######## spu_host_seq ########
Figure 1. Met1 routing (spu_host_seq).
The bar under the picture is 20 microns long. Supply wires on this layer in gray.
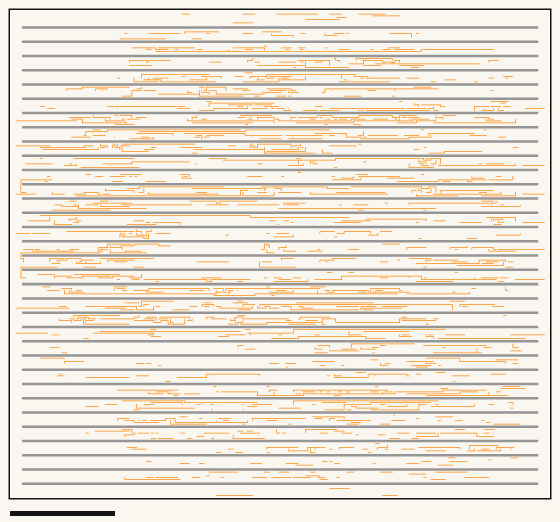
Figure 2. Met2 routing (spu_host_seq).
The bar under the picture is 20 microns long.
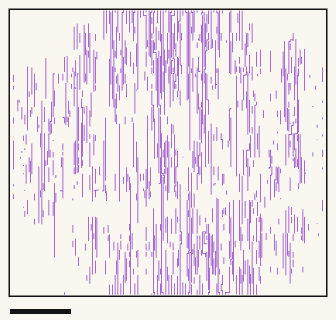
File: src/rtl/spu_host_seq.sv
// spu_host_seq: host command sequencer that loads IM/DM, reads DM and runs the SPU
// Ports:
//   clk, rst              clock and synchronous active-high reset
//   cmd_valid/cmd_ready   host command handshake; cmd_op 00 IM wr, 01 DM wr, 10 run, 11 DM rd
//   cmd_addr, cmd_data    command address and write data, registered on accept
//   rsp_valid, rsp_data   DM read response pulse; rsp_data holds until the next read
//   busy, done, timeout   not idle / run ended by stop / run aborted by the watchdog
//   im_w_addr/data, im_wr instruction memory write port
//   spu_start, spu_stop   SPU run handshake; spu_rst resets the SPU
//   spu_dm_*              SPU data-memory request, forwarded only during START/RUN
//   mem_dm_*              data memory port, read data one cycle after mem_dm_rd
// Build option: define SPU_WDOG_EN to abort runs longer than WDOG_CYC RUN cycles.
module spu_host_seq #(
    parameter int unsigned WDOG_CYC = 1000
) (
    input  logic        clk,
    input  logic        rst,
    input  logic        cmd_valid,
    output logic        cmd_ready,
    input  logic [1:0]  cmd_op,
    input  logic [7:0]  cmd_addr,
    input  logic [15:0] cmd_data,
    output logic        rsp_valid,
    output logic [15:0] rsp_data,
    output logic        busy,
    output logic        done,
    output logic        timeout,
    output logic [7:0]  im_w_addr,
    output logic [15:0] im_w_data,
    output logic        im_wr,
    output logic        spu_start,
    input  logic        spu_stop,
    output logic        spu_rst,
    input  logic [7:0]  spu_dm_addr,
    input  logic        spu_dm_rd,
    input  logic        spu_dm_wr,
    input  logic [15:0] spu_dm_w_data,
    output logic [7:0]  mem_dm_addr,
    output logic        mem_dm_rd,
    output logic        mem_dm_wr,
    output logic [15:0] mem_dm_w_data,
    input  logic [15:0] mem_dm_r_data
);
    typedef enum logic [2:0] {IDLE, IMWR, DMWR, DMRD, DMRSP, START, RUN, DONE} state_t;
    state_t      state;
    logic [7:0]  addr_q;
    logic [15:0] data_q, rsp_q;
    logic        rd_q, wr_q, first_q, accept, stop_hit, wdog_hit, spu_owns;
    assign cmd_ready = (state == IDLE) & !rst;
    assign busy      = state != IDLE;
    assign accept    = cmd_valid & cmd_ready;
    // stop is still high from the previous run during the first RUN cycle
    assign stop_hit  = (state == RUN) & !first_q & spu_stop;
    assign spu_owns  = (state == START) | (state == RUN);
    assign im_w_addr = addr_q;
    assign im_w_data = data_q;
    assign mem_dm_addr   = spu_owns ? spu_dm_addr   : addr_q;
    assign mem_dm_rd     = spu_owns ? spu_dm_rd     : rd_q;
    assign mem_dm_wr     = spu_owns ? spu_dm_wr     : wr_q;
    assign mem_dm_w_data = spu_owns ? spu_dm_w_data : data_q;
    // read data arrives in DMRSP, so it is forwarded then and held afterwards
    assign rsp_data = (state == DMRSP) ? mem_dm_r_data : rsp_q;
`ifdef SPU_WDOG_EN
    logic [31:0] wcnt;
    logic        abort_q, timeout_q;
    assign wdog_hit = (state == RUN) & !stop_hit & (wcnt + 32'd1 == WDOG_CYC);
    assign timeout  = timeout_q;
    assign spu_rst  = rst | abort_q;
    always_ff @(posedge clk) begin
        if (rst) begin
            wcnt      <= '0;
            abort_q   <= 1'b0;
            timeout_q <= 1'b0;
        end else begin
            wcnt      <= (state == START) ? '0 : (state == RUN) ? wcnt + 32'd1 : wcnt;
            abort_q   <= wdog_hit;
            timeout_q <= wdog_hit;
        end
    end
`else
    logic [31:0] unused_wdog;
    assign unused_wdog = WDOG_CYC;
    assign wdog_hit    = 1'b0;
    assign timeout     = 1'b0;
    assign spu_rst     = rst;
`endif
    always_ff @(posedge clk) begin
        if (rst) begin
            state     <= IDLE;
            addr_q    <= '0;
            data_q    <= '0;
            rsp_q     <= '0;
            rd_q      <= 1'b0;
            wr_q      <= 1'b0;
            first_q   <= 1'b0;
            im_wr     <= 1'b0;
            spu_start <= 1'b0;
            rsp_valid <= 1'b0;
            done      <= 1'b0;
        end else begin
            im_wr     <= accept & (cmd_op == 2'b00);
            wr_q      <= accept & (cmd_op == 2'b01);
            spu_start <= accept & (cmd_op == 2'b10);
            rd_q      <= accept & (cmd_op == 2'b11);
            rsp_valid <= state == DMRD;
            done      <= stop_hit;
            first_q   <= state == START;
            if (accept) begin
                addr_q <= cmd_addr;
                data_q <= cmd_data;
            end
            if (state == DMRSP) rsp_q <= mem_dm_r_data;
            case (state)
                IDLE:    state <= !accept ? IDLE :
                                  cmd_op == 2'b00 ? IMWR :
                                  cmd_op == 2'b01 ? DMWR :
                                  cmd_op == 2'b11 ? DMRD : START;
                DMRD:    state <= DMRSP;
                START:   state <= RUN;
                RUN:     state <= stop_hit ? DONE : wdog_hit ? IDLE : RUN;
                default: state <= IDLE;
            endcase
        end
    end
endmodule

File: config.mk
export PLATFORM = sky130hd
export DESIGN_NAME = spu_host_seq
export DESIGN_NICKNAME = d
export VERILOG_FILES = /design/src/rtl/spu_host_seq.sv
export SDC_FILE = /design/constraint.sdc
export NUM_CORES = 1
export LEC_CHECK = 0
export ABC_AREA = 1
export CAP_MARGIN = 15
export CORE_ASPECT_RATIO = 0.9
export CORE_MARGIN = 2
export CORE_UTILIZATION = 26
export DETAILED_ROUTE_END_ITERATION = 16
export GPL_ROUTABILITY_DRIVEN = 1
export GPL_TIMING_DRIVEN = 1
export SYNTH_ARGS = -nofsm -noshare
export SYNTH_HDL_FRONTEND = slang
export SYNTH_SLANG_ARGS = --single-unit
File: constraint.sdc
create_clock -name clk -period 1.2 [get_ports clk]
set_clock_uncertainty 0.05 [all_clocks]
set_input_delay 0.24 -clock clk [delete_from_list [all_inputs] [get_ports clk]]
set_output_delay 0.24 -clock clk [all_outputs]
set_load 0.03 [all_outputs]
==> GITHUB_STEP_SUMMARY <==
### Yosys + OpenROAD results

| Metric | Value |
|---|---|
| Vias/cell | `4.48` |
| Sw Ratio | `32.2%` |
| Final Cycle Share | `148%` |
| Req. time, crit path | `0.91 ns` |
| Failing checks | `setup timing` |
| Max stage delay on crit path | `0.38 ns` |
| Layout area overhead | `124%` |
| Final setup fails | `90` |
| Status | `complete, but fails checks` |
| Worst setup margin | `-0.570 ns` |
| Vias in the first global route | `2719` |
| Buffers on Ports | `144` |
| Post-Synthesis Cells | `between 300 and 400` |
| Met1 GRT Util | `21.7%` |
| Simple share | `40.2%` |
Notes on Figure 1 above:
share of all routed wire	43%
main direction	horizontal
nets with wire on the layer	512

Notes on Figure 2 above:
share of all routed wire	50%
nets with wire on the layer	501
main direction	vertical
DR vias: 2887
GRT met2 Usage: 30.2%

-- worst max-delay path by stage --
| stage | endpoint | slack [ns] | depth (start not counted) |
|---|---|---|---|
| finish | rsp_data[7] | -0.57 | 6 |
| global route | rsp_data[7] | -0.65 | 6 |
| CTS | mem_dm_addr[5] | -0.57 | 8 |
| detailed placement | state[2] | -0.31 | 7 |
| global placement | state[1] | -0.28 | 7 |
| floorplan | mem_dm_w_data[10] | -0.11 | 6 |
-- repair_timing --
| item | 4_1_cts | 5_1_grt |
|---|---|---|
| gates resized | 107 | 81 |
| gates cloned | 5 | 3 |
| pin swaps | 5 | 7 |
| buffers inserted | 6 | 6 |
| endpoints found under the setup margin | 79 | 102 |
-- through the flow --
step | cell area [sq um] | worst slack [ns] | hold WS (ns) | std cells
2_1_floorplan | 2510 | -0.107 | 0.261 | 342
3_3_place_gp | 4120 | -0.279 | 0.368 | 621
3_5_place_dp | 4120 | -0.312 | 0.384 | 621
4_1_cts | 4740 | -0.574 | 0.366 | 639
5_1_grt | 5130 | -0.653 | 0.373 | 645
6_report | 5130 | -0.570 | 0.387 | 645

######## ddr_test_seq_flat ########
Figure 3. Met1 routing (ddr_test_seq_flat).
The bar under the picture is 50 microns long. Supply wires on this layer in gray.
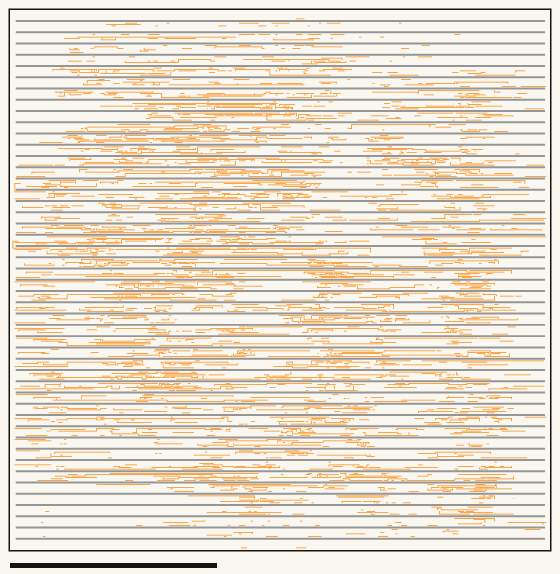
Figure 4. Met2 routing (ddr_test_seq_flat).
The bar under the picture is 50 microns long.
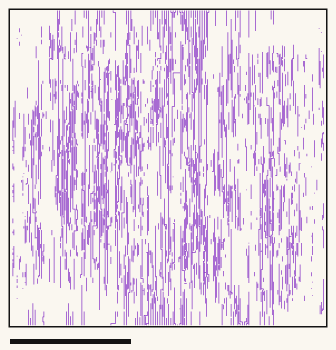
`config.mk`:
```
export PLATFORM = sky130hd
export DESIGN_NAME = ddr_test_seq_flat
export DESIGN_NICKNAME = d
export VERILOG_FILES = /design/src/rtl/ddr_test_seq_if.sv /design/src/rtl/ddr_test_seq.sv /design/src/flat_wrapper.sv
export SDC_FILE = /design/constraint.sdc
export NUM_CORES = 1
export LEC_CHECK = 0
export CAP_MARGIN = 20
export CELL_PAD_IN_SITES_DETAIL_PLACEMENT = 1
export CELL_PAD_IN_SITES_GLOBAL_PLACEMENT = 1
export CORE_UTILIZATION = 35
export CTS_BUF_LIST = sky130_fd_sc_hd__clkbuf_8
export CTS_CLUSTER_SIZE = 8
export DETAILED_ROUTE_END_ITERATION = 8
export MAX_ROUTING_LAYER = met4
export PLACE_DENSITY_LB_ADDON = 0.1
export SYNTH_ARGS = -nofsm -noshare
export SYNTH_HDL_FRONTEND = slang
export SYNTH_SLANG_ARGS = --single-unit
```
`constraint.sdc`:
```
create_clock -name SysClk -period 9.8 [get_ports SysClk]
set_input_delay 2.94 -clock SysClk [delete_from_list [all_inputs] [get_ports SysClk]]
set_output_delay 2.94 -clock SysClk [all_outputs]
set_load 0.02 [all_outputs]
```
`src/rtl/ddr_test_seq_if.sv`:
```
// AXI burst channels between the DDR self-test sequencer (master) and the memory port (slave).
interface ddr_test_seq_if;
  logic [31:0] AwAddr;
  logic [7:0]  AwLen;
  logic        AwValid;
  logic        AwReady;
  logic        WValid;
  logic        WLast;
  logic        WReady;
  logic        BValid;
  logic        BReady;
  logic [31:0] ArAddr;
  logic [7:0]  ArLen;
  logic        ArValid;
  logic        ArReady;
  logic        RValid;
  logic        RLast;
  logic        RReady;

  modport master (
    output AwAddr, AwLen, AwValid, WValid, WLast, BReady, ArAddr, ArLen, ArValid, RReady,
    input  AwReady, WReady, BValid, ArReady, RValid, RLast
  );
  modport slave (
    input  AwAddr, AwLen, AwValid, WValid, WLast, BReady, ArAddr, ArLen, ArValid, RReady,
    output AwReady, WReady, BValid, ArReady, RValid, RLast
  );
endinterface

```
`src/rtl/ddr_test_seq.sv`:
```
// DDR self-test burst sequencer: writes a region with INCR bursts, reads it back,
// steers the pattern generator / checker, and counts checker errors and rounds.
module ddr_test_seq #(
  parameter int          AXI_DATA_WIDTH = 256,
  parameter int          BURST_LEN      = 16,
  parameter logic [31:0] ADDR_BASE      = 32'h0000_0000,
  parameter logic [31:0] ADDR_END       = 32'h0010_0000
) (
  input  logic        SysClk,
  input  logic        SysRst,
  input  logic        TestStart,
  input  logic        LoopEn,
  ddr_test_seq_if.master axi,
  output logic        TestBusy,
  output logic        TestDone,
  output logic [31:0] WrAddrOut,
  output logic        WrStartEn,
  output logic        WriteEn,
  output logic [31:0] RdAddrOut,
  output logic        RdDataEn,
  input  logic        RdError,
  output logic [15:0] ErrCnt,
  output logic [15:0] RoundCnt,
  output logic        ProtoErr
);

  localparam int          BPB  = AXI_DATA_WIDTH / 8;
  localparam logic [31:0] BST  = 32'(BURST_LEN * BPB);
  localparam logic [7:0]  LAST = 8'(BURST_LEN - 1);

  localparam logic [2:0] IDLE    = 3'd0;
  localparam logic [2:0] WR_AW   = 3'd1;
  localparam logic [2:0] WR_PREP = 3'd2;
  localparam logic [2:0] WR_DATA = 3'd3;
  localparam logic [2:0] WR_RESP = 3'd4;
  localparam logic [2:0] RD_AR   = 3'd5;
  localparam logic [2:0] RD_DATA = 3'd6;
  localparam logic [2:0] DONE    = 3'd7;

  logic [2:0]  state;
  logic [31:0] BurstAddr;
  logic [7:0]  BeatCnt;
  logic [31:0] BeatAddr;
  logic [31:0] NextBurst;
  logic        lastBeat;
  logic        startAcc;
  logic        wHs;
  logic        rHs;

  assign BeatAddr  = BurstAddr + 32'(BeatCnt) * 32'(BPB);
  assign NextBurst = BurstAddr + BST;
  assign lastBeat  = (BeatCnt == LAST);
  assign startAcc  = TestStart && (state == IDLE || state == DONE);

  // Outputs are decoded from state so everything idles at 0 straight out of reset.
  assign axi.AwLen   = LAST;
  assign axi.ArLen   = LAST;
  assign axi.AwValid = (state == WR_AW);
  assign axi.AwAddr  = axi.AwValid ? BurstAddr : 32'd0;
  assign axi.WValid  = (state == WR_DATA);
  assign axi.WLast   = axi.WValid && lastBeat;
  assign axi.BReady  = (state == WR_RESP);
  assign axi.ArValid = (state == RD_AR);
  assign axi.ArAddr  = axi.ArValid ? BurstAddr : 32'd0;
  assign axi.RReady  = (state == RD_DATA);

  assign wHs       = axi.WValid && axi.WReady;
  assign rHs       = axi.RValid && axi.RReady;
  assign WriteEn   = wHs;
  assign RdDataEn  = rHs;
  assign WrStartEn = (state == WR_PREP);
  assign WrAddrOut = WrStartEn ? BurstAddr : (axi.WValid ? BeatAddr : 32'd0);
  assign RdAddrOut = axi.RReady ? BeatAddr : 32'd0;
  assign TestBusy  = !(state == IDLE || state == DONE);
  assign TestDone  = (state == DONE);

  always_ff @(posedge SysClk or posedge SysRst) begin
    if (SysRst) begin
      state     <= IDLE;
      BurstAddr <= 32'd0;
      BeatCnt   <= 8'd0;
      ErrCnt    <= 16'd0;
      RoundCnt  <= 16'd0;
      ProtoErr  <= 1'b0;
    end else begin
      // Checker errors trail the beats by its pipeline, so count them in every state.
      if (startAcc)
        ErrCnt <= 16'd0;
      else if (RdError && ErrCnt != 16'hFFFF)
        ErrCnt <= ErrCnt + 16'd1;

      case (state)
        IDLE, DONE: if (TestStart) begin
          BurstAddr <= ADDR_BASE;
          ProtoErr  <= 1'b0;
          state     <= WR_AW;
        end
        WR_AW: if (axi.AwReady) state <= WR_PREP;
        WR_PREP: begin
          BeatCnt <= 8'd0;
          state   <= WR_DATA;
        end
        WR_DATA: if (wHs) begin
          BeatCnt <= BeatCnt + 8'd1;
          if (lastBeat) state <= WR_RESP;
        end
        WR_RESP: if (axi.BValid) begin
          if (NextBurst == ADDR_END) begin
            BurstAddr <= ADDR_BASE;
            state     <= RD_AR;
          end else begin
            BurstAddr <= NextBurst;
            state     <= WR_AW;
          end
        end
        RD_AR: if (axi.ArReady) begin
          BeatCnt <= 8'd0;
          state   <= RD_DATA;
        end
        RD_DATA: if (rHs) begin
          if (axi.RLast != lastBeat) ProtoErr <= 1'b1;
          // Burst length is enforced locally; a misplaced RLast only flags ProtoErr.
          if (lastBeat) begin
            if (NextBurst == ADDR_END) begin
              RoundCnt  <= RoundCnt + 16'd1;
              BurstAddr <= ADDR_BASE;
              state     <= LoopEn ? WR_AW : DONE;
            end else begin
              BurstAddr <= NextBurst;
              state     <= RD_AR;
            end
          end else begin
            BeatCnt <= BeatCnt + 8'd1;
          end
        end
        default: state <= IDLE;
      endcase
    end
  end

endmodule

```
`src/flat_wrapper.sv`:
```
// flat-port wrapper written by rule: the top's interface ports become plain ports
module ddr_test_seq_flat 
#(
  parameter int          AXI_DATA_WIDTH = 256,
  parameter int          BURST_LEN      = 16,
  parameter logic [31:0] ADDR_BASE      = 32'h0000_0000,
  parameter logic [31:0] ADDR_END       = 32'h0010_0000
)
  (SysClk, SysRst, TestStart, LoopEn, TestBusy, TestDone, WrAddrOut, WrStartEn, WriteEn, RdAddrOut, RdDataEn, RdError, ErrCnt, RoundCnt, ProtoErr, axi_AwAddr, axi_AwLen, axi_AwValid, axi_WValid, axi_WLast, axi_BReady, axi_ArAddr, axi_ArLen, axi_ArValid, axi_RReady, axi_AwReady, axi_WReady, axi_BValid, axi_ArReady, axi_RValid, axi_RLast);
  ddr_test_seq_if axi_i ();
  input  logic SysClk;
  input  logic SysRst;
  input  logic TestStart;
  input  logic LoopEn;
  output logic TestBusy;
  output logic TestDone;
  output logic [31:0] WrAddrOut;
  output logic WrStartEn;
  output logic WriteEn;
  output logic [31:0] RdAddrOut;
  output logic RdDataEn;
  input  logic RdError;
  output logic [15:0] ErrCnt;
  output logic [15:0] RoundCnt;
  output logic ProtoErr;
  output wire logic [$bits(axi_i.AwAddr)-1:0] axi_AwAddr;
  output wire logic [$bits(axi_i.AwLen)-1:0] axi_AwLen;
  output wire logic [$bits(axi_i.AwValid)-1:0] axi_AwValid;
  output wire logic [$bits(axi_i.WValid)-1:0] axi_WValid;
  output wire logic [$bits(axi_i.WLast)-1:0] axi_WLast;
  output wire logic [$bits(axi_i.BReady)-1:0] axi_BReady;
  output wire logic [$bits(axi_i.ArAddr)-1:0] axi_ArAddr;
  output wire logic [$bits(axi_i.ArLen)-1:0] axi_ArLen;
  output wire logic [$bits(axi_i.ArValid)-1:0] axi_ArValid;
  output wire logic [$bits(axi_i.RReady)-1:0] axi_RReady;
  input wire logic [$bits(axi_i.AwReady)-1:0] axi_AwReady;
  input wire logic [$bits(axi_i.WReady)-1:0] axi_WReady;
  input wire logic [$bits(axi_i.BValid)-1:0] axi_BValid;
  input wire logic [$bits(axi_i.ArReady)-1:0] axi_ArReady;
  input wire logic [$bits(axi_i.RValid)-1:0] axi_RValid;
  input wire logic [$bits(axi_i.RLast)-1:0] axi_RLast;
  assign axi_AwAddr = axi_i.AwAddr;
  assign axi_AwLen = axi_i.AwLen;
  assign axi_AwValid = axi_i.AwValid;
  assign axi_WValid = axi_i.WValid;
  assign axi_WLast = axi_i.WLast;
  assign axi_BReady = axi_i.BReady;
  assign axi_ArAddr = axi_i.ArAddr;
  assign axi_ArLen = axi_i.ArLen;
  assign axi_ArValid = axi_i.ArValid;
  assign axi_RReady = axi_i.RReady;
  assign axi_i.AwReady = axi_AwReady;
  assign axi_i.WReady = axi_WReady;
  assign axi_i.BValid = axi_BValid;
  assign axi_i.ArReady = axi_ArReady;
  assign axi_i.RValid = axi_RValid;
  assign axi_i.RLast = axi_RLast;
  ddr_test_seq #(.AXI_DATA_WIDTH(AXI_DATA_WIDTH), .BURST_LEN(BURST_LEN), .ADDR_BASE(ADDR_BASE), .ADDR_END(ADDR_END)) u_core (.SysClk(SysClk), .SysRst(SysRst), .TestStart(TestStart), .LoopEn(LoopEn), .axi(axi_i), .TestBusy(TestBusy), .TestDone(TestDone), .WrAddrOut(WrAddrOut), .WrStartEn(WrStartEn), .WriteEn(WriteEn), .RdAddrOut(RdAddrOut), .RdDataEn(RdDataEn), .RdError(RdError), .ErrCnt(ErrCnt), .RoundCnt(RoundCnt), .ProtoErr(ProtoErr));
endmodule
```
==> GITHUB_STEP_SUMMARY <==
### Yosys + OpenROAD results

| Metric | Value |
|---|---|
| Post-route cell area | `7460 sq um` |
| Status | `complete, no violations` |
| Compound Share, Synth | `11.7%` |
| TritonCTS clock tree | `yes` |
| Root buffer cell | `clkbuf_8` |
| Starting DRT DRC Count | `300` |
| Simple share | `35.3%` |
| Tool warnings | `26` |
| Pre-CTS setup slack | `around 2.3 ns` |
| Chip Area, Yosys | `5780 sq um` |
| Die H | `around 130 microns` |
| Final Util | `approximately 47%` |
| Synthesized cell area | `5780 sq um` |
| First-pass GRT wire length | `30400 microns` |
| Vias/cell | `between 5 and 6` |
| Logic area | `about 3600 sq um` |
| Slew headroom | `32.3%` |
| Non-clock inverter count | `15` |
| Nets | `881` |
| Crit path launch type | `input port` |
| Worst hold path type | `flop to flop` |
Notes on Figure 3 above:
share of all routed wire	45%
main direction	horizontal
longest straight run	39.6 microns
wire length on this layer	8670 microns
nets with wire on the layer	768
DR vias: 5801
met1 GRT Util: 30.0%
DRT Wirelength: 19400 microns

Notes on Figure 4 above:
nets with wire on the layer	795
wire length on this layer	9630 microns
share of all routed wire	50%
GRT met2 Usage: 39.2%

==> layer usage <==
metal,wire length [microns],track usage (%),vias up
met2,9630,39.2,150
li1,-,-,2725
met5,0,-,-
met3,802,2.97,21
met4,331,8.11,0
met1,8670,30.0,2905
==> critical path, stage by stage <==
cell             delay (ns)
clkdlybuf4s50_1        0.52
and2_1                 0.41
clkdlybuf4s50_1        0.71
==> Yosys cell counts (all sizes together) (3+ instances only) <==
cell and n:
a211oi 6, a21o 5, a21oi 23, and2 56, and3 20, and4 11
buf 62, clkbuf 41, dfrtp 67, ha 8, inv 15, mux2i 6
nand2 61, nand2b 6, nand3 40, nand4 28, nor2 78, nor2b 7
nor3 23, nor3b 5, nor4 6, o21ai 46, o311ai 3, o31ai 4
o32ai 3, or2 5, or3 18, or4 3, xnor2 21, xor2 45
==> flip-flops by register name (all words and copies together), names as in the netlist <==
signal / count
u_core.BeatCnt: 8
u_core.BurstAddr: 23
u_core.ErrCnt: 16
u_core.ProtoErr: 1
u_core.RoundCnt: 16
u_core.state: 3

######## reaction_ctrl ########
**src/rtl/reaction_pkg.sv**
```systemverilog
// Shared widths, state encoding and the foreperiod helper for the reaction-time trial controller.
package reaction_pkg;

    localparam int MS_W   = 14;
    localparam int RAND_W = 13;

    localparam logic [2:0] S_IDLE    = 3'd0;
    localparam logic [2:0] S_ARM     = 3'd1;
    localparam logic [2:0] S_WAIT    = 3'd2;
    localparam logic [2:0] S_RUN     = 3'd3;
    localparam logic [2:0] S_DONE    = 3'd4;
    localparam logic [2:0] S_EARLY   = 3'd5;
    localparam logic [2:0] S_TIMEOUT = 3'd6;

    typedef enum logic [2:0] {
        ST_IDLE    = S_IDLE,
        ST_ARM     = S_ARM,
        ST_WAIT    = S_WAIT,
        ST_RUN     = S_RUN,
        ST_DONE    = S_DONE,
        ST_EARLY   = S_EARLY,
        ST_TIMEOUT = S_TIMEOUT
    } state_t;

    // Foreperiod in ms; 14 bits hold the worst case 1000 + 8191 without wrapping.
    function automatic logic [MS_W-1:0] wait_target(input logic [RAND_W-1:0] rnd,
                                                    input int              min_wait_ms);
        return MS_W'(min_wait_ms) + MS_W'(rnd);
    endfunction

endpackage

```
**src/rtl/ms_prescaler.sv**
```systemverilog
// Millisecond tick generator: counts 0..TICKS_PER_MS-1 and pulses tick on the wrap cycle.
module ms_prescaler #(
    parameter int TICKS_PER_MS = 50000
) (
    input  logic clk,
    input  logic rst_n,
    input  logic clr,
    output logic tick
);

    localparam int CW = (TICKS_PER_MS > 1) ? $clog2(TICKS_PER_MS) : 1;
    localparam logic [CW-1:0] LAST = CW'(TICKS_PER_MS - 1);

    logic [CW-1:0] cnt_reg;

    assign tick = (cnt_reg == LAST);

    // A clear lands on the state-entry edge, so the first tick is a full period later.
    always_ff @(posedge clk or negedge rst_n) begin
        if (!rst_n) begin
            cnt_reg <= '0;
        end else if (clr || tick) begin
            cnt_reg <= '0;
        end else begin
            cnt_reg <= cnt_reg + CW'(1);
        end
    end

endmodule

```
**src/rtl/reaction_ctrl.sv**
```systemverilog
// Reaction-time trial controller: random foreperiod, stimulus LED, ms reaction measurement,
// false-start and timeout detection with a latched result for the display stage.
module reaction_ctrl
    import reaction_pkg::*;
#(
    parameter int TICKS_PER_MS = 50000,
    parameter int MIN_WAIT_MS  = 1000,
    parameter int MAX_REACT_MS = 9999
) (
    input  logic              clk,
    input  logic              rst_n,
    input  logic              start,
    input  logic              react,
    input  logic [RAND_W-1:0] random_value,
    output logic              led_on,
    output logic [MS_W-1:0]   react_time,
    output logic              result_valid,
    output logic              early_flag,
    output logic              timeout_flag,
    output logic              busy
);

    localparam logic [MS_W-1:0] MAX_MS = MS_W'(MAX_REACT_MS);

    state_t          state_reg;
    logic            start_prev_reg;
    logic            react_prev_reg;
    logic [MS_W-1:0] ms_cnt_reg;
    logic [MS_W-1:0] wait_target_reg;
    logic [MS_W-1:0] react_time_reg;
    logic            led_on_reg;
    logic            result_valid_reg;
    logic            early_flag_reg;
    logic            timeout_flag_reg;
    logic            busy_reg;

    logic start_pulse;
    logic react_pulse;
    logic wait_done;
    logic run_expired;
    logic presc_clr;
    logic tick;

    assign start_pulse = start & ~start_prev_reg;
    assign react_pulse = react & ~react_prev_reg;
    assign wait_done   = (ms_cnt_reg == wait_target_reg);
    assign run_expired = (ms_cnt_reg == MAX_MS);

    // Mirrors every transition of the FSM below so the prescaler restarts on each state entry.
    always_comb begin
        presc_clr = 1'b0;
        case (state_reg)
            ST_IDLE, ST_DONE, ST_EARLY, ST_TIMEOUT: presc_clr = start_pulse;
            ST_ARM:                                 presc_clr = 1'b1;
            ST_WAIT:                                presc_clr = react_pulse | wait_done;
            ST_RUN:                                 presc_clr = react_pulse | run_expired;
            default:                                presc_clr = 1'b1;
        endcase
    end

    ms_prescaler #(
        .TICKS_PER_MS(TICKS_PER_MS)
    ) u_prescaler (
        .clk   (clk),
        .rst_n (rst_n),
        .clr   (presc_clr),
        .tick  (tick)
    );

    always_ff @(posedge clk or negedge rst_n) begin
        if (!rst_n) begin
            state_reg        <= ST_IDLE;
            start_prev_reg   <= 1'b0;
            react_prev_reg   <= 1'b0;
            ms_cnt_reg       <= '0;
            wait_target_reg  <= '0;
            react_time_reg   <= '0;
            led_on_reg       <= 1'b0;
            result_valid_reg <= 1'b0;
            early_flag_reg   <= 1'b0;
            timeout_flag_reg <= 1'b0;
            busy_reg         <= 1'b0;
        end else begin
            start_prev_reg <= start;
            react_prev_reg <= react;
            case (state_reg)
                // Results are cleared on the way into ARM so a new trial never shows a stale result.
                ST_IDLE, ST_DONE, ST_EARLY, ST_TIMEOUT: begin
                    if (start_pulse) begin
                        state_reg        <= ST_ARM;
                        busy_reg         <= 1'b1;
                        led_on_reg       <= 1'b0;
                        react_time_reg   <= '0;
                        result_valid_reg <= 1'b0;
                        early_flag_reg   <= 1'b0;
                        timeout_flag_reg <= 1'b0;
                    end
                end
                ST_ARM: begin
                    wait_target_reg <= wait_target(random_value, MIN_WAIT_MS);
                    ms_cnt_reg      <= '0;
                    state_reg       <= ST_WAIT;
                end
                ST_WAIT: begin
                    if (react_pulse) begin
                        state_reg      <= ST_EARLY;
                        early_flag_reg <= 1'b1;
                        busy_reg       <= 1'b0;
                    end else if (wait_done) begin
                        state_reg  <= ST_RUN;
                        led_on_reg <= 1'b1;
                        ms_cnt_reg <= '0;
                    end else if (tick) begin
                        ms_cnt_reg <= ms_cnt_reg + MS_W'(1);
                    end
                end
                ST_RUN: begin
                    if (react_pulse) begin
                        state_reg        <= ST_DONE;
                        react_time_reg   <= ms_cnt_reg;
                        result_valid_reg <= 1'b1;
                        led_on_reg       <= 1'b0;
                        busy_reg         <= 1'b0;
                    end else if (run_expired) begin
                        state_reg        <= ST_TIMEOUT;
                        react_time_reg   <= MAX_MS;
                        timeout_flag_reg <= 1'b1;
                        led_on_reg       <= 1'b0;
                        busy_reg         <= 1'b0;
                    end else if (tick) begin
                        ms_cnt_reg <= ms_cnt_reg + MS_W'(1);
                    end
                end
                default: begin
                    state_reg  <= ST_IDLE;
                    led_on_reg <= 1'b0;
                    busy_reg   <= 1'b0;
                end
            endcase
        end
    end

    assign led_on       = led_on_reg;
    assign react_time   = react_time_reg;
    assign result_valid = result_valid_reg;
    assign early_flag   = early_flag_reg;
    assign timeout_flag = timeout_flag_reg;
    assign busy         = busy_reg;

endmodule

```
**config.mk**
```make
export PLATFORM = sky130hd
export DESIGN_NAME = reaction_ctrl
export DESIGN_NICKNAME = d
export VERILOG_FILES = /design/src/rtl/reaction_pkg.sv /design/src/rtl/ms_prescaler.sv /design/src/rtl/reaction_ctrl.sv
export SDC_FILE = /design/constraint.sdc
export NUM_CORES = 1
export LEC_CHECK = 0
export CAP_MARGIN = 15
export CORE_ASPECT_RATIO = 1.4
export CORE_MARGIN = 1
export CORE_UTILIZATION = 59
export CTS_BUF_LIST = sky130_fd_sc_hd__clkbuf_8
export DETAILED_ROUTE_END_ITERATION = 10
export PLACE_DENSITY = 0.83
export SYNTH_ARGS = -nofsm -noshare
export SYNTH_HDL_FRONTEND = slang
export SYNTH_HIERARCHICAL = 1
export SYNTH_SLANG_ARGS = --single-unit
```
**constraint.sdc**
```tcl
create_clock -name clk -period 3.43 [get_ports clk]
set_clock_uncertainty 0.1 [all_clocks]
set_input_delay 0.686 -clock clk [delete_from_list [all_inputs] [get_ports clk]]
set_output_delay 0.686 -clock clk [all_outputs]
set_load 0.02 [all_outputs]
```
Figure 5. Met1 routing (reaction_ctrl).
The bar under the picture is 20 microns long. Supply wires on this layer in gray.
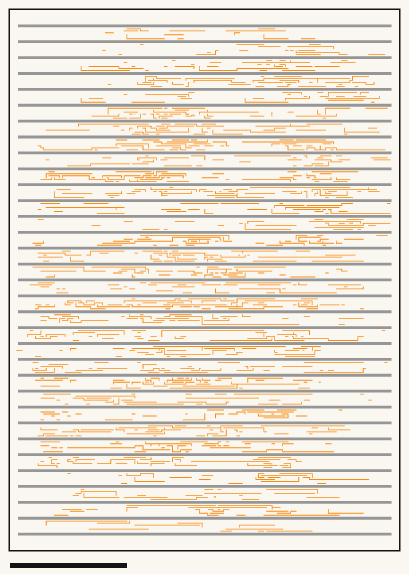
main direction	horizontal
wire length on this layer	2950 microns
longest straight run	22.5 microns

==> GITHUB_STEP_SUMMARY <==
### Yosys + OpenROAD results

| Metric | Value |
|---|---|
| Worst Setup EP | `u_prescaler/cnt_reg[9]` |
| Sequential power share | `between 40% and 50%` |
| Share of layout cells above drive strength 1 | `9.30%` |
| Most frequent cells in the layout | `68 x dfrtp_1, 42 x nand2_1, 40 x nor2_1` |
| Seq/total area | `42.2%` |
| Synthesized cell area | `between 3000 and 4000 sq um` |
| Largest cell class | `flip-flops and latches` |
| Slew headroom | `48.3%` |
| Total die size | `6160 sq um` |
| TritonCTS clock tree | `yes` |
| Clk pwr | `approximately 670 uW` |
| Nets | `about 400` |
| GRT met2 Usage | `43.7%` |
| Compound Share, Synth | `between 10% and 20%` |
| R2R cell count | `8` |
| Net Switching | `892 uW` |
| Area fraction in mux cells | `0.326%` |
| DR DRC count | `0` |
| Non-clock inverter count | `8` |
| Cell count along the critical path | `8` |
| # IOs | `36` |
| Synthesized net count | `368` |
| Logic share of the area | `40.1%` |
| Final ANT Viol Nets | `0` |
| Status | `complete, no violations` |
| CP Launch Point | `ms_cnt_reg[6]` |
| CTS H-tree lvls | `3` |
| FF/Latch Area | `1700 sq um` |
| GP Congestion | `0.867` |
| Vias/cell | `5.94` |
| Clock Pin Slew Worst Setup and Hold Paths | `0.07 ns` |
| Inserted Clock Buffers | `9` |
| Most frequent logic cell in the layout | `dfrtp_1` |
| Fraction of registers with async set/reset | `100%` |
| Die H | `between 90 and 100 microns` |
| Initial antenna violation count | `0` |
| Clock buffer depth | `2` |
| Setup crit end kind | `flop` |
| Worst hold path type | `input port to async pin` |
| DRT Wirelength | `7330 microns` |
| Minimum clock period | `2.81 ns` |
Figure 6. Met2 routing (reaction_ctrl).
The bar under the picture is 20 microns long.
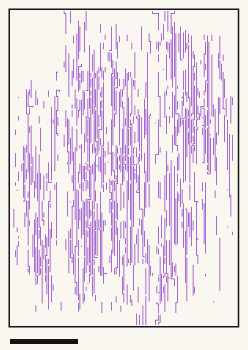
share of all routed wire	53%
nets with wire on the layer	353
main direction	vertical
longest straight run	40.8 microns
wire length on this layer	3850 microns

synth_stat cells, drive strengths merged, types with 2 or more instances:
cell type | n | area [sq um]
nor3 | 9 | 45.0
a21oi | 9 | 45.0
a22o | 6 | 58.8
nand4 | 13 | 81.3
and2 | 2 | 12.5
nor2b | 4 | 25.0
nand2b | 5 | 31.3
or2 | 3 | 18.8
clkbuf | 11 | 41.3
o21ai | 16 | 80.1
a221o | 7 | 71.3
buf | 6 | 61.3
nand4b | 2 | 17.5
nand3 | 8 | 40.0
xor2 | 21 | 184
or4b | 3 | 33.8
a21o | 3 | 22.5
nor4 | 11 | 90.1
nor2 | 40 | 150
inv | 8 | 30.0
nand2 | 42 | 158
ha | 3 | 37.5
xnor2 | 25 | 219
dfrtp | 68 | 1700
or3 | 2 | 12.5
and3 | 3 | 20.0
a211oi | 3 | 35.0
per-stage QoR:
stage | hold slack, ns | instances | instance area, sq um
global route | 0.375 | 455 | 4030
detailed placement | 0.369 | 439 | 3830
floorplan | 0.290 | 348 | 3450
finish | 0.309 | 455 | 4030
global placement | 0.366 | 439 | 3830
CTS | 0.325 | 455 | 4030

######## network_node_ctrl_flat ########
<file path="src/rtl/network_node_pkg.sv">
// Shared types and saturation helpers for the ADPLL network-node control core.
`timescale 1ns/1ps
package network_node_pkg;

  localparam logic [1:0] MODE_CLOSED = 2'b00;
  localparam logic [1:0] MODE_HOLD   = 2'b01;
  localparam logic [1:0] MODE_MANUAL = 2'b10;

  typedef enum logic [1:0] {
    ST_IDLE,
    ST_ACCUM,
    ST_FILTER,
    ST_OUTPUT
  } state_t;

  // Saturate a 64-bit signed value to the signed range of a w-bit word.
  function automatic logic signed [63:0] sat_s(input logic signed [63:0] x, input int w);
    logic signed [63:0] hi;
    logic signed [63:0] lo;
    hi = (64'sd1 <<< (w - 1)) - 64'sd1;
    lo = -(64'sd1 <<< (w - 1));
    if (x > hi) return hi;
    else if (x < lo) return lo;
    else return x;
  endfunction

  function automatic logic signed [63:0] sat_EW(input logic signed [63:0] x, input int w);
    return sat_s(x, w);
  endfunction

  function automatic logic signed [63:0] sat_INT(input logic signed [63:0] x, input int w);
    return sat_s(x, w);
  endfunction

  function automatic logic signed [63:0] sat_CC(input logic signed [63:0] x, input int w);
    return sat_s(x, w);
  endfunction

  function automatic logic signed [63:0] clamp_u(input logic signed [63:0] x, input int w);
    logic signed [63:0] hi;
    hi = (64'sd1 <<< w) - 64'sd1;
    if (x < 64'sd0) return 64'sd0;
    else if (x > hi) return hi;
    else return x;
  endfunction

endpackage

</file>
<file path="src/rtl/network_node_ctrl_if.sv">
// Update request, neighbour data, gains and oscillator-side outputs of one node.
`timescale 1ns/1ps
interface network_node_ctrl_if #(
  parameter int N_PORTS      = 4,
  parameter int ERROR_WIDTH  = 5,
  parameter int WEIGHT_WIDTH = 4,
  parameter int DCO_CC_WIDTH = 5,
  parameter int KP_WIDTH     = 6,
  parameter int KI_WIDTH     = 8
);
  logic                            update_i;
  logic [N_PORTS*ERROR_WIDTH-1:0]  error_i;
  logic [N_PORTS*WEIGHT_WIDTH-1:0] weight_i;
  logic [N_PORTS-1:0]              port_en_i;
  logic [KP_WIDTH-1:0]             kp_i;
  logic [KI_WIDTH-1:0]             ki_i;
  logic [1:0]                      mode_i;
  logic [DCO_CC_WIDTH-1:0]         manual_cc_i;
  logic [DCO_CC_WIDTH-1:0]         dco_cc_o;
  logic [ERROR_WIDTH-1:0]          error_comb_o;
  logic                            valid_o;
  logic                            busy_o;
  logic                            locked_o;
  logic                            overrun_o;

  modport master (
    output update_i, error_i, weight_i, port_en_i, kp_i, ki_i, mode_i, manual_cc_i,
    input  dco_cc_o, error_comb_o, valid_o, busy_o, locked_o, overrun_o
  );

  modport slave (
    input  update_i, error_i, weight_i, port_en_i, kp_i, ki_i, mode_i, manual_cc_i,
    output dco_cc_o, error_comb_o, valid_o, busy_o, locked_o, overrun_o
  );
endinterface

</file>
<file path="src/rtl/node_pi_filter.sv">
// Saturating PI loop filter: integrator, manual preload and code clamp.
`timescale 1ns/1ps
module node_pi_filter
  import network_node_pkg::*;
#(
  parameter int ERROR_WIDTH   = 5,
  parameter int DCO_CC_WIDTH  = 5,
  parameter int BIAS          = 15,
  parameter int KP_WIDTH      = 6,
  parameter int KP_FRAC_WIDTH = 5,
  parameter int KI_WIDTH      = 8,
  parameter int KI_FRAC_WIDTH = 7,
  parameter int INT_WIDTH     = 20
) (
  input  logic                          i_clk,
  input  logic                          i_rst_n,
  input  logic                          i_filter,
  input  logic                          i_output,
  input  logic [1:0]                    i_mode,
  input  logic signed [ERROR_WIDTH-1:0] i_e,
  input  logic signed [ERROR_WIDTH-1:0] i_e_q,
  input  logic [KP_WIDTH-1:0]           i_kp,
  input  logic [KI_WIDTH-1:0]           i_ki,
  input  logic [DCO_CC_WIDTH-1:0]       i_manual_cc,
  output logic [DCO_CC_WIDTH-1:0]       o_dco_cc
);
  localparam int GAIN_ALIGN = KI_FRAC_WIDTH - KP_FRAC_WIDTH;
  localparam logic signed [63:0] BIAS64 = 64'(BIAS);
  localparam logic [DCO_CC_WIDTH-1:0] CC_RESET = DCO_CC_WIDTH'(clamp_u(BIAS64, DCO_CC_WIDTH));

  logic signed [INT_WIDTH-1:0] r_integ;
  logic [1:0]                  r_mode;
  logic [DCO_CC_WIDTH-1:0]     r_dco_cc;

  logic signed [63:0]          w_integ64;
  logic signed [63:0]          w_sum;
  logic signed [63:0]          w_lf;
  logic signed [INT_WIDTH-1:0] w_int_closed;
  logic signed [INT_WIDTH-1:0] w_int_manual;
  logic [DCO_CC_WIDTH-1:0]     w_code;

  assign w_integ64    = 64'(r_integ);
  assign w_int_closed = INT_WIDTH'(sat_INT(w_integ64 + 64'(i_e) * $signed(64'(i_ki)), INT_WIDTH));
  // Preloading the integrator with the manual code's offset lets closed mode resume without a step.
  assign w_int_manual = INT_WIDTH'(sat_INT((BIAS64 - $signed(64'(i_manual_cc))) <<< KI_FRAC_WIDTH,
                                           INT_WIDTH));
  assign w_sum  = w_integ64 + ((64'(i_e_q) * $signed(64'(i_kp))) <<< GAIN_ALIGN);
  assign w_lf   = sat_CC(w_sum >>> KI_FRAC_WIDTH, DCO_CC_WIDTH);
  assign w_code = DCO_CC_WIDTH'(clamp_u(BIAS64 - w_lf, DCO_CC_WIDTH));

  always_ff @(posedge i_clk or negedge i_rst_n) begin
    if (!i_rst_n) begin
      r_integ  <= '0;
      r_mode   <= MODE_CLOSED;
      r_dco_cc <= CC_RESET;
    end else begin
      if (i_filter) begin
        r_mode <= i_mode;
        case (i_mode)
          MODE_CLOSED: r_integ <= w_int_closed;
          MODE_MANUAL: r_integ <= w_int_manual;
          default:     r_integ <= r_integ;
        endcase
      end
      if (i_output) begin
        case (r_mode)
          MODE_CLOSED: r_dco_cc <= w_code;
          MODE_MANUAL: r_dco_cc <= i_manual_cc;
          default:     r_dco_cc <= r_dco_cc;
        endcase
      end
    end
  end

  assign o_dco_cc = r_dco_cc;

endmodule

</file>
<file path="src/rtl/network_node_ctrl.sv">
// ADPLL node control core: serial weighted combiner, PI filter, lock and overrun tracking.
//   state     | meaning
//   ST_IDLE   | waiting for update_i
//   ST_ACCUM  | one weighted port error added per cycle
//   ST_FILTER | combined error registered, integrator updated
//   ST_OUTPUT | code, lock and valid registered
`timescale 1ns/1ps
module network_node_ctrl
  import network_node_pkg::*;
#(
  parameter int N_PORTS       = 4,
  parameter int ERROR_WIDTH   = 5,
  parameter int WEIGHT_WIDTH  = 4,
  parameter int COMB_SHIFT    = 3,
  parameter int DCO_CC_WIDTH  = 5,
  parameter int BIAS          = 15,
  parameter int KP_WIDTH      = 6,
  parameter int KP_FRAC_WIDTH = 5,
  parameter int KI_WIDTH      = 8,
  parameter int KI_FRAC_WIDTH = 7,
  parameter int INT_WIDTH     = 20,
  parameter int LOCK_THRESH   = 1,
  parameter int LOCK_COUNT    = 16
) (
  input logic                fpga_clk_i,
  input logic                reset_n_i,
  network_node_ctrl_if.slave bus
);
  localparam int ACC_W = ERROR_WIDTH + WEIGHT_WIDTH + $clog2(N_PORTS) + 1;
  localparam int IDX_W = (N_PORTS > 1) ? $clog2(N_PORTS) : 1;
  localparam int CNT_W = $clog2(LOCK_COUNT + 1);

  logic [1:0]                      r_rst_sync;
  logic                            w_rst_n;
  state_t                          r_state;
  logic [IDX_W-1:0]                r_idx;
  logic signed [ACC_W-1:0]         r_acc;
  logic [N_PORTS*ERROR_WIDTH-1:0]  r_err;
  logic [N_PORTS*WEIGHT_WIDTH-1:0] r_wgt;
  logic [N_PORTS-1:0]              r_en;
  logic signed [ERROR_WIDTH-1:0]   r_err_comb;
  logic                            r_valid;
  logic                            r_busy;
  logic [CNT_W-1:0]                r_lock_cnt;
  logic                            r_locked;
  logic                            r_overrun;

  logic signed [ERROR_WIDTH-1:0]   w_err_k;
  logic [WEIGHT_WIDTH-1:0]         w_wgt_k;
  logic signed [ACC_W-1:0]         w_contrib;
  logic signed [63:0]              w_acc64;
  logic signed [ERROR_WIDTH-1:0]   w_e;
  logic signed [63:0]              w_e_q64;
  logic                            w_in_lock;
  logic [DCO_CC_WIDTH-1:0]         w_dco_cc;

  // Reset asserts immediately but releases on a clock edge.
  always_ff @(posedge fpga_clk_i or negedge reset_n_i) begin
    if (!reset_n_i) r_rst_sync <= 2'b00;
    else            r_rst_sync <= {r_rst_sync[0], 1'b1};
  end
  assign w_rst_n = r_rst_sync[1];

  assign w_err_k   = r_err[int'(r_idx)*ERROR_WIDTH +: ERROR_WIDTH];
  assign w_wgt_k   = r_wgt[int'(r_idx)*WEIGHT_WIDTH +: WEIGHT_WIDTH];
  assign w_contrib = r_en[r_idx] ? ACC_W'(w_err_k) * ACC_W'($signed({1'b0, w_wgt_k})) : '0;
  assign w_acc64   = 64'(r_acc);
  assign w_e       = ERROR_WIDTH'(sat_EW(w_acc64 >>> COMB_SHIFT, ERROR_WIDTH));
  assign w_e_q64   = 64'(r_err_comb);
  assign w_in_lock = (w_e_q64 <= 64'(LOCK_THRESH)) && (w_e_q64 >= -64'(LOCK_THRESH));

  always_ff @(posedge fpga_clk_i or negedge w_rst_n) begin
    if (!w_rst_n) begin
      r_state    <= ST_IDLE;
      r_idx      <= '0;
      r_acc      <= '0;
      r_err      <= '0;
      r_wgt      <= '0;
      r_en       <= '0;
      r_err_comb <= '0;
      r_valid    <= 1'b0;
      r_busy     <= 1'b0;
      r_lock_cnt <= '0;
      r_locked   <= 1'b0;
      r_overrun  <= 1'b0;
    end else begin
      r_valid <= 1'b0;
      if (bus.update_i && (r_state != ST_IDLE)) r_overrun <= 1'b1;
      case (r_state)
        ST_IDLE: begin
          if (bus.update_i) begin
            r_acc   <= '0;
            r_err   <= bus.error_i;
            r_wgt   <= bus.weight_i;
            r_en    <= bus.port_en_i;
            r_idx   <= '0;
            r_busy  <= 1'b1;
            r_state <= ST_ACCUM;
          end
        end
        ST_ACCUM: begin
          r_acc <= r_acc + w_contrib;
          if (r_idx == IDX_W'(N_PORTS - 1)) r_state <= ST_FILTER;
          else                              r_idx   <= r_idx + IDX_W'(1);
        end
        ST_FILTER: begin
          r_err_comb <= w_e;
          r_state    <= ST_OUTPUT;
        end
        ST_OUTPUT: begin
          if (w_in_lock) begin
            if (r_lock_cnt != CNT_W'(LOCK_COUNT)) r_lock_cnt <= r_lock_cnt + CNT_W'(1);
            r_locked <= (r_lock_cnt >= CNT_W'(LOCK_COUNT - 1));
          end else begin
            r_lock_cnt <= '0;
            r_locked   <= 1'b0;
          end
          r_valid <= 1'b1;
          r_busy  <= 1'b0;
          r_state <= ST_IDLE;
        end
        default: r_state <= ST_IDLE;
      endcase
    end
  end

  node_pi_filter #(
    .ERROR_WIDTH  (ERROR_WIDTH),
    .DCO_CC_WIDTH (DCO_CC_WIDTH),
    .BIAS         (BIAS),
    .KP_WIDTH     (KP_WIDTH),
    .KP_FRAC_WIDTH(KP_FRAC_WIDTH),
    .KI_WIDTH     (KI_WIDTH),
    .KI_FRAC_WIDTH(KI_FRAC_WIDTH),
    .INT_WIDTH    (INT_WIDTH)
  ) u_pi_filter (
    .i_clk      (fpga_clk_i),
    .i_rst_n    (w_rst_n),
    .i_filter   (r_state == ST_FILTER),
    .i_output   (r_state == ST_OUTPUT),
    .i_mode     (bus.mode_i),
    .i_e        (w_e),
    .i_e_q      (r_err_comb),
    .i_kp       (bus.kp_i),
    .i_ki       (bus.ki_i),
    .i_manual_cc(bus.manual_cc_i),
    .o_dco_cc   (w_dco_cc)
  );

  assign bus.dco_cc_o     = w_dco_cc;
  assign bus.error_comb_o = r_err_comb;
  assign bus.valid_o      = r_valid;
  assign bus.busy_o       = r_busy;
  assign bus.locked_o     = r_locked;
  assign bus.overrun_o    = r_overrun;

endmodule

</file>
<file path="src/flat_wrapper.sv">
// flat-port wrapper written by rule: the top's interface ports become plain ports
module network_node_ctrl_flat import network_node_pkg::*;
#(
  parameter int N_PORTS       = 4,
  parameter int ERROR_WIDTH   = 5,
  parameter int WEIGHT_WIDTH  = 4,
  parameter int COMB_SHIFT    = 3,
  parameter int DCO_CC_WIDTH  = 5,
  parameter int BIAS          = 15,
  parameter int KP_WIDTH      = 6,
  parameter int KP_FRAC_WIDTH = 5,
  parameter int KI_WIDTH      = 8,
  parameter int KI_FRAC_WIDTH = 7,
  parameter int INT_WIDTH     = 20,
  parameter int LOCK_THRESH   = 1,
  parameter int LOCK_COUNT    = 16
)
  (fpga_clk_i, reset_n_i, bus_update_i, bus_error_i, bus_weight_i, bus_port_en_i, bus_kp_i, bus_ki_i, bus_mode_i, bus_manual_cc_i, bus_dco_cc_o, bus_error_comb_o, bus_valid_o, bus_busy_o, bus_locked_o, bus_overrun_o);
  network_node_ctrl_if #(.N_PORTS(N_PORTS), .ERROR_WIDTH(ERROR_WIDTH), .WEIGHT_WIDTH(WEIGHT_WIDTH), .DCO_CC_WIDTH(DCO_CC_WIDTH), .KP_WIDTH(KP_WIDTH), .KI_WIDTH(KI_WIDTH)) bus_i ();
  input logic fpga_clk_i;
  input logic reset_n_i;
  input wire logic [$bits(bus_i.update_i)-1:0] bus_update_i;
  input wire logic [$bits(bus_i.error_i)-1:0] bus_error_i;
  input wire logic [$bits(bus_i.weight_i)-1:0] bus_weight_i;
  input wire logic [$bits(bus_i.port_en_i)-1:0] bus_port_en_i;
  input wire logic [$bits(bus_i.kp_i)-1:0] bus_kp_i;
  input wire logic [$bits(bus_i.ki_i)-1:0] bus_ki_i;
  input wire logic [$bits(bus_i.mode_i)-1:0] bus_mode_i;
  input wire logic [$bits(bus_i.manual_cc_i)-1:0] bus_manual_cc_i;
  output wire logic [$bits(bus_i.dco_cc_o)-1:0] bus_dco_cc_o;
  output wire logic [$bits(bus_i.error_comb_o)-1:0] bus_error_comb_o;
  output wire logic [$bits(bus_i.valid_o)-1:0] bus_valid_o;
  output wire logic [$bits(bus_i.busy_o)-1:0] bus_busy_o;
  output wire logic [$bits(bus_i.locked_o)-1:0] bus_locked_o;
  output wire logic [$bits(bus_i.overrun_o)-1:0] bus_overrun_o;
  assign bus_i.update_i = bus_update_i;
  assign bus_i.error_i = bus_error_i;
  assign bus_i.weight_i = bus_weight_i;
  assign bus_i.port_en_i = bus_port_en_i;
  assign bus_i.kp_i = bus_kp_i;
  assign bus_i.ki_i = bus_ki_i;
  assign bus_i.mode_i = bus_mode_i;
  assign bus_i.manual_cc_i = bus_manual_cc_i;
  assign bus_dco_cc_o = bus_i.dco_cc_o;
  assign bus_error_comb_o = bus_i.error_comb_o;
  assign bus_valid_o = bus_i.valid_o;
  assign bus_busy_o = bus_i.busy_o;
  assign bus_locked_o = bus_i.locked_o;
  assign bus_overrun_o = bus_i.overrun_o;
  network_node_ctrl #(.N_PORTS(N_PORTS), .ERROR_WIDTH(ERROR_WIDTH), .WEIGHT_WIDTH(WEIGHT_WIDTH), .COMB_SHIFT(COMB_SHIFT), .DCO_CC_WIDTH(DCO_CC_WIDTH), .BIAS(BIAS), .KP_WIDTH(KP_WIDTH), .KP_FRAC_WIDTH(KP_FRAC_WIDTH), .KI_WIDTH(KI_WIDTH), .KI_FRAC_WIDTH(KI_FRAC_WIDTH), .INT_WIDTH(INT_WIDTH), .LOCK_THRESH(LOCK_THRESH), .LOCK_COUNT(LOCK_COUNT)) u_core (.fpga_clk_i(fpga_clk_i), .reset_n_i(reset_n_i), .bus(bus_i));
endmodule
</file>
<file path="config.mk">
export PLATFORM = sky130hd
export DESIGN_NAME = network_node_ctrl_flat
export DESIGN_NICKNAME = d
export VERILOG_FILES = /design/src/rtl/network_node_pkg.sv /design/src/rtl/network_node_ctrl_if.sv /design/src/rtl/node_pi_filter.sv /design/src/rtl/network_node_ctrl.sv /design/src/flat_wrapper.sv
export SDC_FILE = /design/constraint.sdc
export NUM_CORES = 1
export LEC_CHECK = 0
export CELL_PAD_IN_SITES_DETAIL_PLACEMENT = 1
export CELL_PAD_IN_SITES_GLOBAL_PLACEMENT = 2
export CORE_MARGIN = 8
export CORE_UTILIZATION = 30
export DETAILED_ROUTE_END_ITERATION = 8
export HOLD_SLACK_MARGIN = 0.15
export PLACE_DENSITY_LB_ADDON = 0.1
export SETUP_SLACK_MARGIN = 0.3
export SLEW_MARGIN = 20
export SYNTH_ARGS = -nofsm -noshare
export SYNTH_HDL_FRONTEND = slang
export SYNTH_SLANG_ARGS = --single-unit
</file>
<file path="constraint.sdc">
create_clock -name fpga_clk_i -period 4 [get_ports fpga_clk_i]
set_clock_uncertainty 0.15 [all_clocks]
set_input_delay 0.8 -clock fpga_clk_i [delete_from_list [all_inputs] [get_ports fpga_clk_i]]
set_output_delay 0.8 -clock fpga_clk_i [all_outputs]
set_load 0.01 [all_outputs]
</file>
Figure 7. Metal 3 (network_node_ctrl_flat).
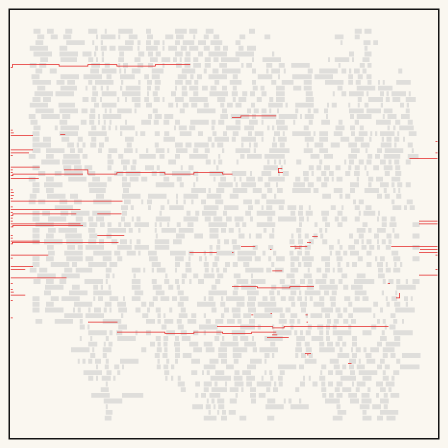
longest straight run	53.1 microns
main direction	horizontal

==> GITHUB_STEP_SUMMARY <==
### Yosys + OpenROAD results

| Metric | Value |
|---|---|
| Status | `complete, but fails checks` |
| Failing checks | `setup timing` |
| Pre-Place Util | `30.2%` |
| Pin count of the biggest net entering global routing | `59` |
| Routed length on met1 | `14300 microns` |
| DRT Pass-1 Iters | `4` |
| Post-route cell area | `15600 sq um` |
| PostCTS Resize Cnt | `approximately 130` |
| Worst setup margin | `-4.13 ns` |
| Clk sinks | `99` |
| Die W | `205 microns` |
| Count of library flops with an enable pin | `0` |
| Hold Crit Start | `u_core.r_rst_sync[0]` |
| Final setup fails | `34` |
| XOR/XNOR Fraction of Synth Area | `4.01%` |
| Crit path launch type | `input port` |
| Top Metal Used | `met5` |
| Die H | `205 microns` |
| Reg2reg start | `u_core.bus.error_comb_o[4]` |
| Setup crit end kind | `flop` |
| Vias/cell | `4.85` |
[flip-flops by register name, summed over array words and instances (netlist names), 2 cells and up]
name                         count
u_core.r_lock_cnt                5
u_core.bus.error_comb_o          5
u_core.r_err                    20
u_core.r_state                   2
u_core.u_pi_filter.r_integ      20
u_core.r_rst_sync                2
u_core.u_pi_filter.r_mode        2
u_core.r_en                      4
u_core.r_acc                    12
u_core.r_idx                     2
u_core.r_wgt                    16
u_core.u_pi_filter.o_dco_cc      5
[cells in the final DEF (no fill, tap or decap), types with 20 or more instances in the layout]
master,instances
ha_1,134
a21o_1,20
a21oi_1,36
xnor2_1,28
and2_1,42
fa_1,53
nand2b_1,26
buf_4,264
buf_6,28
inv_1,105
clkdlybuf4s50_1,67
a21oi_2,20
o21ai_0,30
nor2_1,44
mux2_2,48
dfrtp_1,93
nand2_1,86


==> gallery <==
M4 wires.
panel A
The bar under the picture is 20 microns long. Supply wires on this layer in gray.
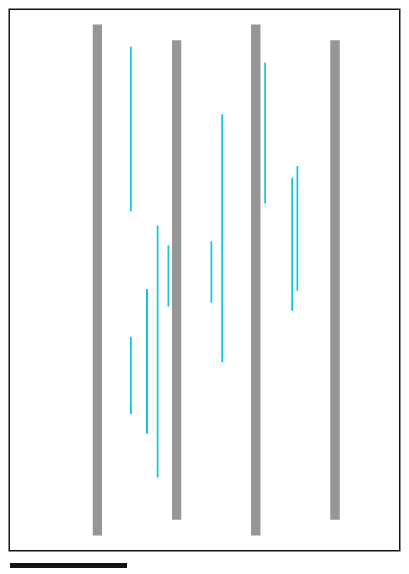
panel B
The bar under the picture is 50 microns long. Supply wires on this layer in gray.
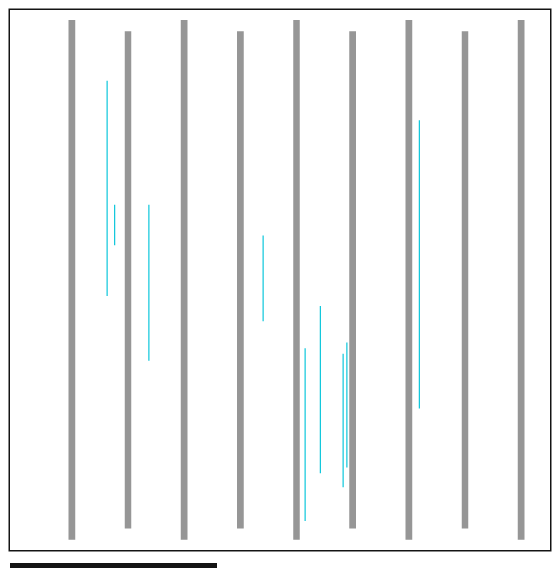
panel C
The bar under the picture is 50 microns long. Supply wires on this layer in gray.
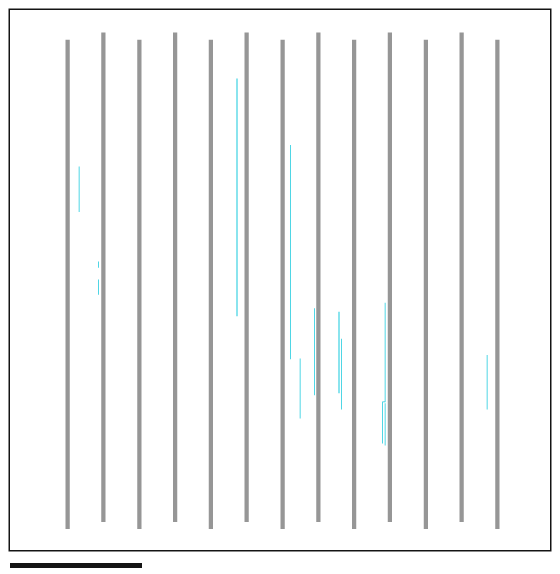
- network_node_ctrl_flat = panel C
- ddr_test_seq_flat = panel B
- reaction_ctrl = panel A
- smallest die: panel A

Key to panel C:
longest straight run	89.8 microns
wire length on this layer	397 microns

Power is estimated from default activity; no workload was simulated.
